=== seq_detector_param ===
`src/rtl/seq_det_pkg.sv`:
```
// -----------------------------------------------------------------------------
// seq_det_pkg
// Shared definitions for the configurable serial pattern detector:
//   - state_e      : detector FSM states (IDLE, RUN)
//   - RST_PATTERN  : pattern loaded at reset ("111", zero-extended)
//   - RST_LEN      : pattern length loaded at reset
//   - clamp_len()  : limits a requested pattern length to the hardware maximum
// -----------------------------------------------------------------------------
package seq_det_pkg;

    typedef enum logic {
        IDLE = 1'b0,
        RUN  = 1'b1
    } state_e;

    localparam logic [31:0] RST_PATTERN = 32'b111;
    localparam int          RST_LEN     = 3;

    // Requests longer than the history can hold are clamped to max_len.
    function automatic int clamp_len(input int raw_len, input int max_len);
        return (raw_len > max_len) ? max_len : raw_len;
    endfunction

endpackage : seq_det_pkg

```
`src/rtl/seq_det_hist.sv`:
```
// -----------------------------------------------------------------------------
// seq_det_hist
// Bit history for the serial pattern detector. Holds the last PAT_W-1 accepted
// bits (newest in bit 0) and a saturating count of how many of them are valid.
//
// Ports
//   clk          : clock
//   reset        : synchronous, active-high; clears history and fill
//   bit_i        : serial bit to shift in
//   shift_i      : shift bit_i into the history
//   clear_i      : clear history and fill (wins over shift_i)
//   hold_fill_i  : while shifting, keep fill unchanged instead of incrementing
//   hist_o       : history bits, bit 0 is the most recently accepted bit
//   fill_o       : number of valid history bits, saturating at PAT_W-1
// With neither shift_i nor clear_i asserted, both registers hold.
// -----------------------------------------------------------------------------
module seq_det_hist #(
    parameter int PAT_W  = 8,
    parameter int FILL_W = 4
) (
    input  logic              clk,
    input  logic              reset,
    input  logic              bit_i,
    input  logic              shift_i,
    input  logic              clear_i,
    input  logic              hold_fill_i,
    output logic [PAT_W-2:0]  hist_o,
    output logic [FILL_W-1:0] fill_o
);

    localparam logic [FILL_W-1:0] FILL_MAX = FILL_W'(PAT_W - 1);

    logic [PAT_W-2:0]  hist_q, hist_d;
    logic [FILL_W-1:0] fill_q, fill_d;

    always_comb begin
        // NOTE: every combinational output gets a default first, so no path
        // through the block leaves a value unassigned and infers a latch.
        hist_d = hist_q;
        fill_d = fill_q;
        if (clear_i) begin
            hist_d = '0;
            fill_d = '0;
        end else if (shift_i) begin
            // Dropping the oldest bit: keep the low PAT_W-1 bits of {hist, bit}.
            hist_d = (PAT_W - 1)'({hist_q, bit_i});
            if (!hold_fill_i && fill_q != FILL_MAX) begin
                fill_d = fill_q + 1'b1;
            end
        end
    end

    always_ff @(posedge clk) begin
        // NOTE: state registers use non-blocking assignments so every flop
        // samples its next value from the same pre-edge snapshot.
        if (reset) begin
            hist_q <= '0;
            fill_q <= '0;
        end else begin
            hist_q <= hist_d;
            fill_q <= fill_d;
        end
    end

    assign hist_o = hist_q;
    assign fill_o = fill_q;

endmodule : seq_det_hist

```
`src/rtl/seq_detector_param.sv`:
```
// -----------------------------------------------------------------------------
// seq_detector_param
// Runtime-configurable serial pattern detector with a Mealy match output.
// A pattern of 1..PAT_W bits is compared against the newest accepted bits plus
// the bit on the input this cycle; matches may overlap or be non-overlapping.
//
// Ports
//   clk          : single clock
//   reset        : synchronous, active-high; restores a non-overlapping "111"
//                  detector in RUN
//   in           : serial data bit
//   in_valid     : in is accepted only when 1
//   cfg_load     : latch cfg_pattern/cfg_len/cfg_overlap, clear history
//   cfg_pattern  : pattern, bit cfg_len-1 is received first, bit 0 last
//   cfg_len      : pattern length; 0 stops detection (IDLE), >PAT_W clamps
//   cfg_overlap  : 1 = overlapping matches, 0 = non-overlapping
//   out          : combinational match pulse, same cycle as the final bit
//   match_cnt    : saturating match counter, only with SEQ_DET_MATCH_CNT_EN
//
// Build option: define SEQ_DET_MATCH_CNT_EN to add the match_cnt port/counter.
// -----------------------------------------------------------------------------
module seq_detector_param
    import seq_det_pkg::*;
#(
    parameter int PAT_W = 8,
    parameter int CNT_W = 16
) (
    input  logic                         clk,
    input  logic                         reset,
    input  logic                         in,
    input  logic                         in_valid,
    input  logic                         cfg_load,
    input  logic [PAT_W-1:0]             cfg_pattern,
    input  logic [$clog2(PAT_W+1)-1:0]   cfg_len,
    input  logic                         cfg_overlap,
    output logic                         out
`ifdef SEQ_DET_MATCH_CNT_EN
    ,
    output logic [CNT_W-1:0]             match_cnt
`endif
);

    localparam int LEN_W = $clog2(PAT_W + 1);

    if (PAT_W < 2 || PAT_W > 32 || CNT_W < 1) begin : g_bad_params
        $error("seq_detector_param: PAT_W must be 2..32 and CNT_W >= 1");
    end

    state_e           state_q;
    logic [PAT_W-1:0] pattern_q;
    logic [LEN_W-1:0] len_q;
    logic             overlap_q;

    logic [PAT_W-2:0] hist;
    logic [LEN_W-1:0] fill;

    logic             run;
    logic             bit_take;
    logic             enough_hist;
    logic             pat_hit;
    logic             consume;
    logic [PAT_W-1:0] window;
    logic [PAT_W-1:0] len_mask;

    // ------------------------------------------------------------------
    // Match evaluation
    // ------------------------------------------------------------------
    always_comb begin
        len_mask = '0;
        for (int i = 0; i < PAT_W; i++) begin
            len_mask[i] = (LEN_W'(i) < len_q);
        end

        run      = (state_q == RUN);
        window   = {hist, in};
        pat_hit  = ((window ^ pattern_q) & len_mask) == '0;
        // fill >= len-1, written without subtracting so len=0 cannot wrap.
        enough_hist = ((LEN_W + 1)'(fill) + (LEN_W + 1)'(1)) >= (LEN_W + 1)'(len_q);

        // A configuration load owns the cycle: the data bit is discarded.
        bit_take = in_valid & run & ~cfg_load & ~reset;
        out      = bit_take & enough_hist & pat_hit;
        // Non-overlapping matches consume every bit of the match.
        consume  = out & ~overlap_q;
    end

    seq_det_hist #(
        .PAT_W  (PAT_W),
        .FILL_W (LEN_W)
    ) u_hist (
        .clk         (clk),
        .reset       (reset),
        .bit_i       (in),
        .shift_i     (bit_take & ~consume),
        .clear_i     (cfg_load | consume),
        .hold_fill_i (out),
        .hist_o      (hist),
        .fill_o      (fill)
    );

    // ------------------------------------------------------------------
    // Configuration registers and IDLE/RUN state
    // ------------------------------------------------------------------
    always_ff @(posedge clk) begin
        if (reset) begin
            state_q   <= RUN;
            pattern_q <= PAT_W'(RST_PATTERN);
            len_q     <= LEN_W'(clamp_len(RST_LEN, PAT_W));
            overlap_q <= 1'b0;
        end else if (cfg_load) begin
            pattern_q <= cfg_pattern;
            len_q     <= LEN_W'(clamp_len(int'(cfg_len), PAT_W));
            overlap_q <= cfg_overlap;
            case (state_q)
                IDLE: if (cfg_len != '0) state_q <= RUN;
                RUN:  if (cfg_len == '0) state_q <= IDLE;
            endcase
        end
    end

`ifdef SEQ_DET_MATCH_CNT_EN
    logic [CNT_W-1:0] cnt_q;

    always_ff @(posedge clk) begin
        if (reset || cfg_load) begin
            cnt_q <= '0;
        end else if (out && cnt_q != '1) begin
            cnt_q <= cnt_q + 1'b1;
        end
    end

    assign match_cnt = cnt_q;
`endif

endmodule : seq_detector_param

```
`config.mk`:
```
export PLATFORM = sky130hd
export DESIGN_NAME = seq_detector_param
export DESIGN_NICKNAME = d
export VERILOG_FILES = /design/src/rtl/seq_det_pkg.sv /design/src/rtl/seq_det_hist.sv /design/src/rtl/seq_detector_param.sv
export SDC_FILE = /design/constraint.sdc
export NUM_CORES = 1
export LEC_CHECK = 0
export ABC_CLOCK_PERIOD_IN_PS = 2400
export CAP_MARGIN = 20
export CORE_AREA = 2 2 64 66
export CTS_CLUSTER_SIZE = 40
export DETAILED_ROUTE_END_ITERATION = 16
export DIE_AREA = 0 0 66 68
export PLACE_DENSITY = 0.64
export RECOVER_POWER = 50
export SYNTH_ARGS = -nofsm -noshare
export SYNTH_HDL_FRONTEND = slang
export SYNTH_SLANG_ARGS = --single-unit
```
`constraint.sdc`:
```
create_clock -name clk -period 2.4 [get_ports clk]
set_input_delay 0.48 -clock clk [delete_from_list [all_inputs] [get_ports clk]]
set_output_delay 0.48 -clock clk [all_outputs]
set_load 0.05 [all_outputs]
```
**seq_detector_param: the metal 1 layer**

Scale bar: 20 µm.
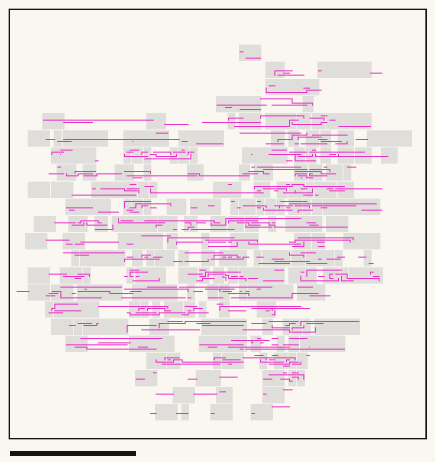
wire length on this layer: 1300 µm
longest straight run: 18.4 µm
nets with wire on the layer: 189
share of all routed wire: 48%
main direction: horizontal

**seq_detector_param: the metal 2 layer**

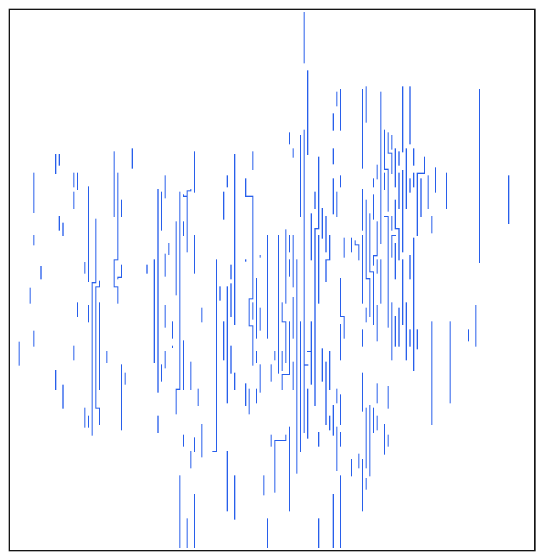
wire length on this layer: 1250 µm
nets with wire on the layer: 159
share of all routed wire: 46%
longest straight run: 38.1 µm

**seq_detector_param: the metal 3 layer**

Scale bar: 20 µm.
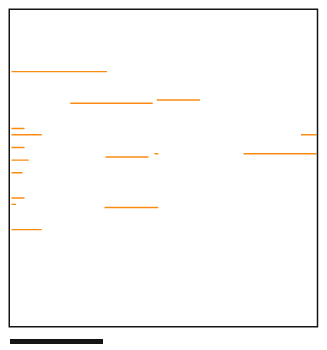
wire length on this layer: 112 µm
main direction: horizontal
nets with wire on the layer: 13
longest straight run: 20.2 µm

==> job_summary.md <==
### Yosys + OpenROAD results

| Metric | Value |
|---|---|
| Pre-CTS setup slack | 0.0771 ns |
| Largest class | multi-input combinational cells |
| Area growth from synthesis to layout | 32.6% |
| P_sw | 207 µW |
| Power share of the sequential group | 54.4% |
| Main area contributors | dfxtp_1, nand2_1, xnor2_1 |
| Max incr delay on CP | 0.58 ns |
| Register area | 509 µm² |
| Flip-flop count of the largest register after layout | 8 |
| Core area | 0.00386 mm² |
| Boundary Pins | 19 |
| Outcome | finished with violations |
| DRC Markers | 0 |
| Chip area in the Yosys report | 0.00128 mm² |
| Initial Util | 33.2% |
| Logic share of the area | 44.9% |
| Crit-path slowest cell | dlygate4sd3_1 |
| Post-synth regs | 25 |
| WP buf/inv | 3 |
| Crit-path max FO | 2 |
| Wire length on met1 | 1300 µm |
| Initial antenna violation count | 0 |
| Non-clk invs | 7 |
| CP Capture Type | output port |
| Via Count | 1115 |
| Finish-stage setup viols | 1 |
| 1st-iter DRT viols | 35 |
| Num CTS Buffers | 3 |
| Routed wl met2 | 1250 µm |
| Internal power | 618 µW |
| Final wirelength | 2700 µm |
| NonClk Buf Share | 17.2% |
| Die area | 0.00449 mm² |
| Dominant combinational family | simple AND/OR/NAND/NOR gates |
| Number of rows in the core area | 23 |
| Final setup margin | -0.0104 ns |
| Startpoint class of the critical path | primary input |
| Input/output buffers | 18 |
| Fill count | 402 |
| Power Density | 486 mW/mm² |
| Number of antenna diodes | 0 |
| Failing checks | negative setup slack |
| Final Util | 44.0% |
| DP HPWL | 2010 µm |
| Met3 GRT Util | 3.62% |
-- what timing repair did --
item,in CTS,in global routing
buffers inserted,0,5
resized,6,6
pin swaps,1,4
endpoints found under the hold margin,0,0
endpoints found under the setup margin,1,1
-- worst paths after layout --
kind         cells after the start                to              from  slack, ns
min reg2reg                      2  u_hist.hist_o[6]  u_hist.hist_o[6]       0.47
min                              2  u_hist.hist_o[6]  u_hist.hist_o[6]       0.47
max                              7               out          cfg_load      -0.01
max reg2reg                     10  u_hist.fill_o[2]  u_hist.fill_o[0]       0.15

=== odo_nonce_feeder ===
**odo_nonce_feeder: the metal 1 layer**

Scale bar: 200 µm.
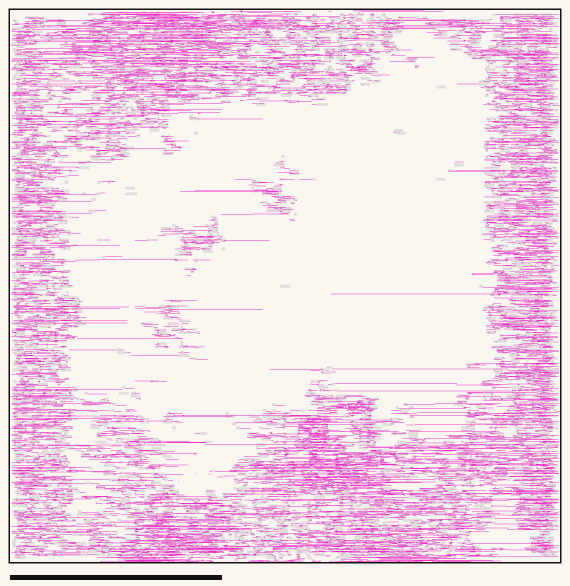
**odo_nonce_feeder: the metal 2 layer**

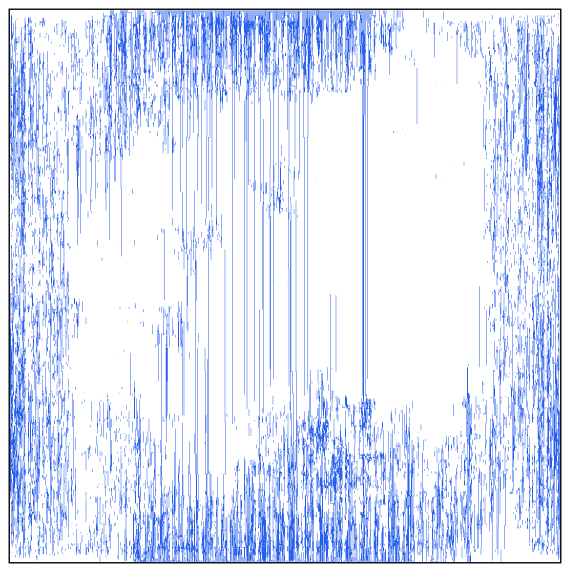
<file path="src/rtl/odo_nonce_feeder.sv">
// Work source for the Odocrypt encrypt stage: walks a nonce range and emits one
// {nonce, header} word per nonce, paced to the downstream initiation interval.
module odo_nonce_feeder #(
    parameter int THROUGHPUT = 10
) (
    input  logic         clk,
    input  logic         reset,
    input  logic [607:0] header_in,
    input  logic [31:0]  nonce_start,
    input  logic [31:0]  nonce_end,
    input  logic         load,
    input  logic         pause,
    output logic [639:0] out,
    output logic         write,
    output logic         busy,
    output logic         done
);

    localparam logic [9:0] PACE_INIT = 10'(THROUGHPUT - 1);

    typedef enum logic [1:0] {IDLE, RUN, DONE} state_t;

    state_t         state, state_nx;
    logic [607:0]   header_q, header_nx;
    logic [31:0]    nonce_q, nonce_nx;
    logic [31:0]    end_q, end_nx;
    logic [9:0]     pace_q, pace_nx;
    logic [639:0]   out_nx;
    logic           write_nx;

    always_ff @(posedge clk or posedge reset) begin
        if (reset) begin
            state    <= IDLE;
            header_q <= '0;
            nonce_q  <= '0;
            end_q    <= '0;
            pace_q   <= '0;
            out      <= '0;
            write    <= 1'b0;
            busy     <= 1'b0;
            done     <= 1'b0;
        end else begin
            state    <= state_nx;
            header_q <= header_nx;
            nonce_q  <= nonce_nx;
            end_q    <= end_nx;
            pace_q   <= pace_nx;
            out      <= out_nx;
            write    <= write_nx;
            // Status flags follow the next state so they stay registered yet in step with write.
            busy     <= (state_nx == RUN);
            done     <= (state_nx == DONE);
        end
    end

    always_comb begin
        state_nx  = state;
        header_nx = header_q;
        nonce_nx  = nonce_q;
        end_nx    = end_q;
        pace_nx   = pace_q;
        out_nx    = out;
        write_nx  = 1'b0;

        if (load) begin
            header_nx = header_in;
            nonce_nx  = nonce_start;
            end_nx    = nonce_end;
            pace_nx   = '0;
            state_nx  = RUN;
        end else if (state == RUN) begin
            if (pace_q == '0 && !pause) begin
                write_nx = 1'b1;
                out_nx   = {nonce_q, header_q};
                pace_nx  = PACE_INIT;
                if (nonce_q == end_q)
                    state_nx = DONE;
                else
                    nonce_nx = nonce_q + 32'd1;
            end else if (pace_q != '0) begin
                // Pace keeps running under pause so a deferred word goes out as soon as pause drops.
                pace_nx = pace_q - 10'd1;
            end
        end
    end

endmodule

</file>
<file path="config.mk">
export PLATFORM = sky130hd
export DESIGN_NAME = odo_nonce_feeder
export DESIGN_NICKNAME = d
export VERILOG_FILES = /design/src/rtl/odo_nonce_feeder.sv
export SDC_FILE = /design/constraint.sdc
export NUM_CORES = 2
export LEC_CHECK = 0
export CORE_AREA = 2 2 516 518
export DETAILED_ROUTE_END_ITERATION = 10
export DIE_AREA = 0 0 518 520
export PLACE_DENSITY = 0.5
export SYNTH_ARGS = -nofsm -noshare
export SYNTH_HDL_FRONTEND = slang
export SYNTH_SLANG_ARGS = --single-unit
</file>
<file path="constraint.sdc">
create_clock -name clk -period 61.7 [get_ports clk]
set_input_delay 6.17 -clock clk [delete_from_list [all_inputs] [get_ports clk]]
set_output_delay 6.17 -clock clk [all_outputs]
set_load 0.05 [all_outputs]
</file>
==> job_summary.md <==
### Yosys + OpenROAD results

| Metric | Value |
|---|---|
| Outcome | finished clean |
| Post-CTS Resized | 0 |
| Late-Pin Clk Latency | 0.81 ns |
| Die Height | 520 µm |
| 1st-iter DRT viols | 2176 |
| Hold depth | 2 |
| Comb_multi_in | 2859 |
| NonClk Buf Share | 18.6% |
| Boundary Pins | 1319 |
| CTS Sinks | 1327 |
| Critical path destination | out[260] |
| Layout clock buffers | 242 |
| Clk slew on worst S/H paths | 0.06 ns |
| Hold EP | out[146] |
| Pre-CTS setup slack | 50.13 ns |
| Core area | 0.264 mm² |
| Area leader, netlist | dfrtp_1 |
| Die span in x | 518 µm |
| CTS H-tree lvls | 4 |
| First-pass DRT Iterations | 7 |
| Biggest register | out |
| Fin crit period | 10.78 ns |
| Input/output buffers | 1318 |
| Non-clk bufs | 1365 |
Notes on 'the metal 1 layer' of odo_nonce_feeder above:
nets with wire on the layer: 5803
wire length on this layer: 82.8 mm
share of all routed wire: 40%

Notes on 'the metal 2 layer' of odo_nonce_feeder above:
nets with wire on the layer: 5443
main direction: vertical
share of all routed wire: 46%
longest straight run: 377 µm
wire length on this layer: 94.4 mm

[cells by family (layout without fill, tap and decap cells)]
logic type / after synthesis / count (layout) / synth area share [%]
and+or+nand+nor: 2086 / 2086 / 15.9
muxes: 646 / 646 / 14.3
adders and majority gates: 3 / 3 / 0.0738
AOI/OAI and AO/OA: 87 / 87 / 1.28
buffers and inverters: 256 / 1664 / 2.56
DFF: 1327 / 1327 / 65.3
other: 0 / 28 / 0
xor gates and xnor gates: 37 / 37 / 0.637
[worst max-delay path: cells and delay by family]
family,cells,cell delay [ns]
buffers and inverters,4,3.01
AND/OR/NAND/NOR,5,2.00


==> layout pictures side by side <==
Clock routing.
Plate I
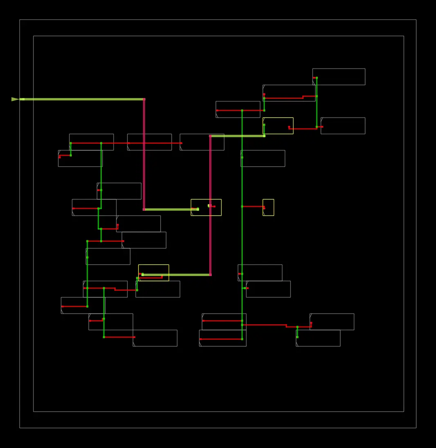
Plate II
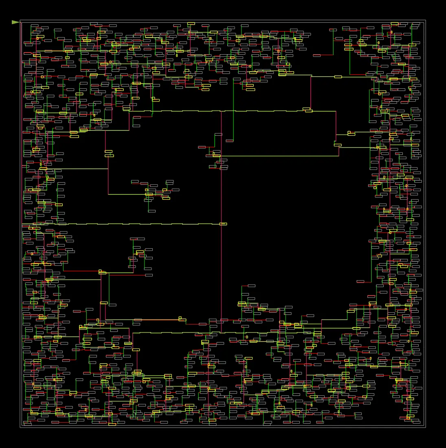
For seq_detector_param, see Plate I.
For odo_nonce_feeder, see Plate II.
- most sequential cells: Plate II

Power is estimated from default activity; no workload was simulated.
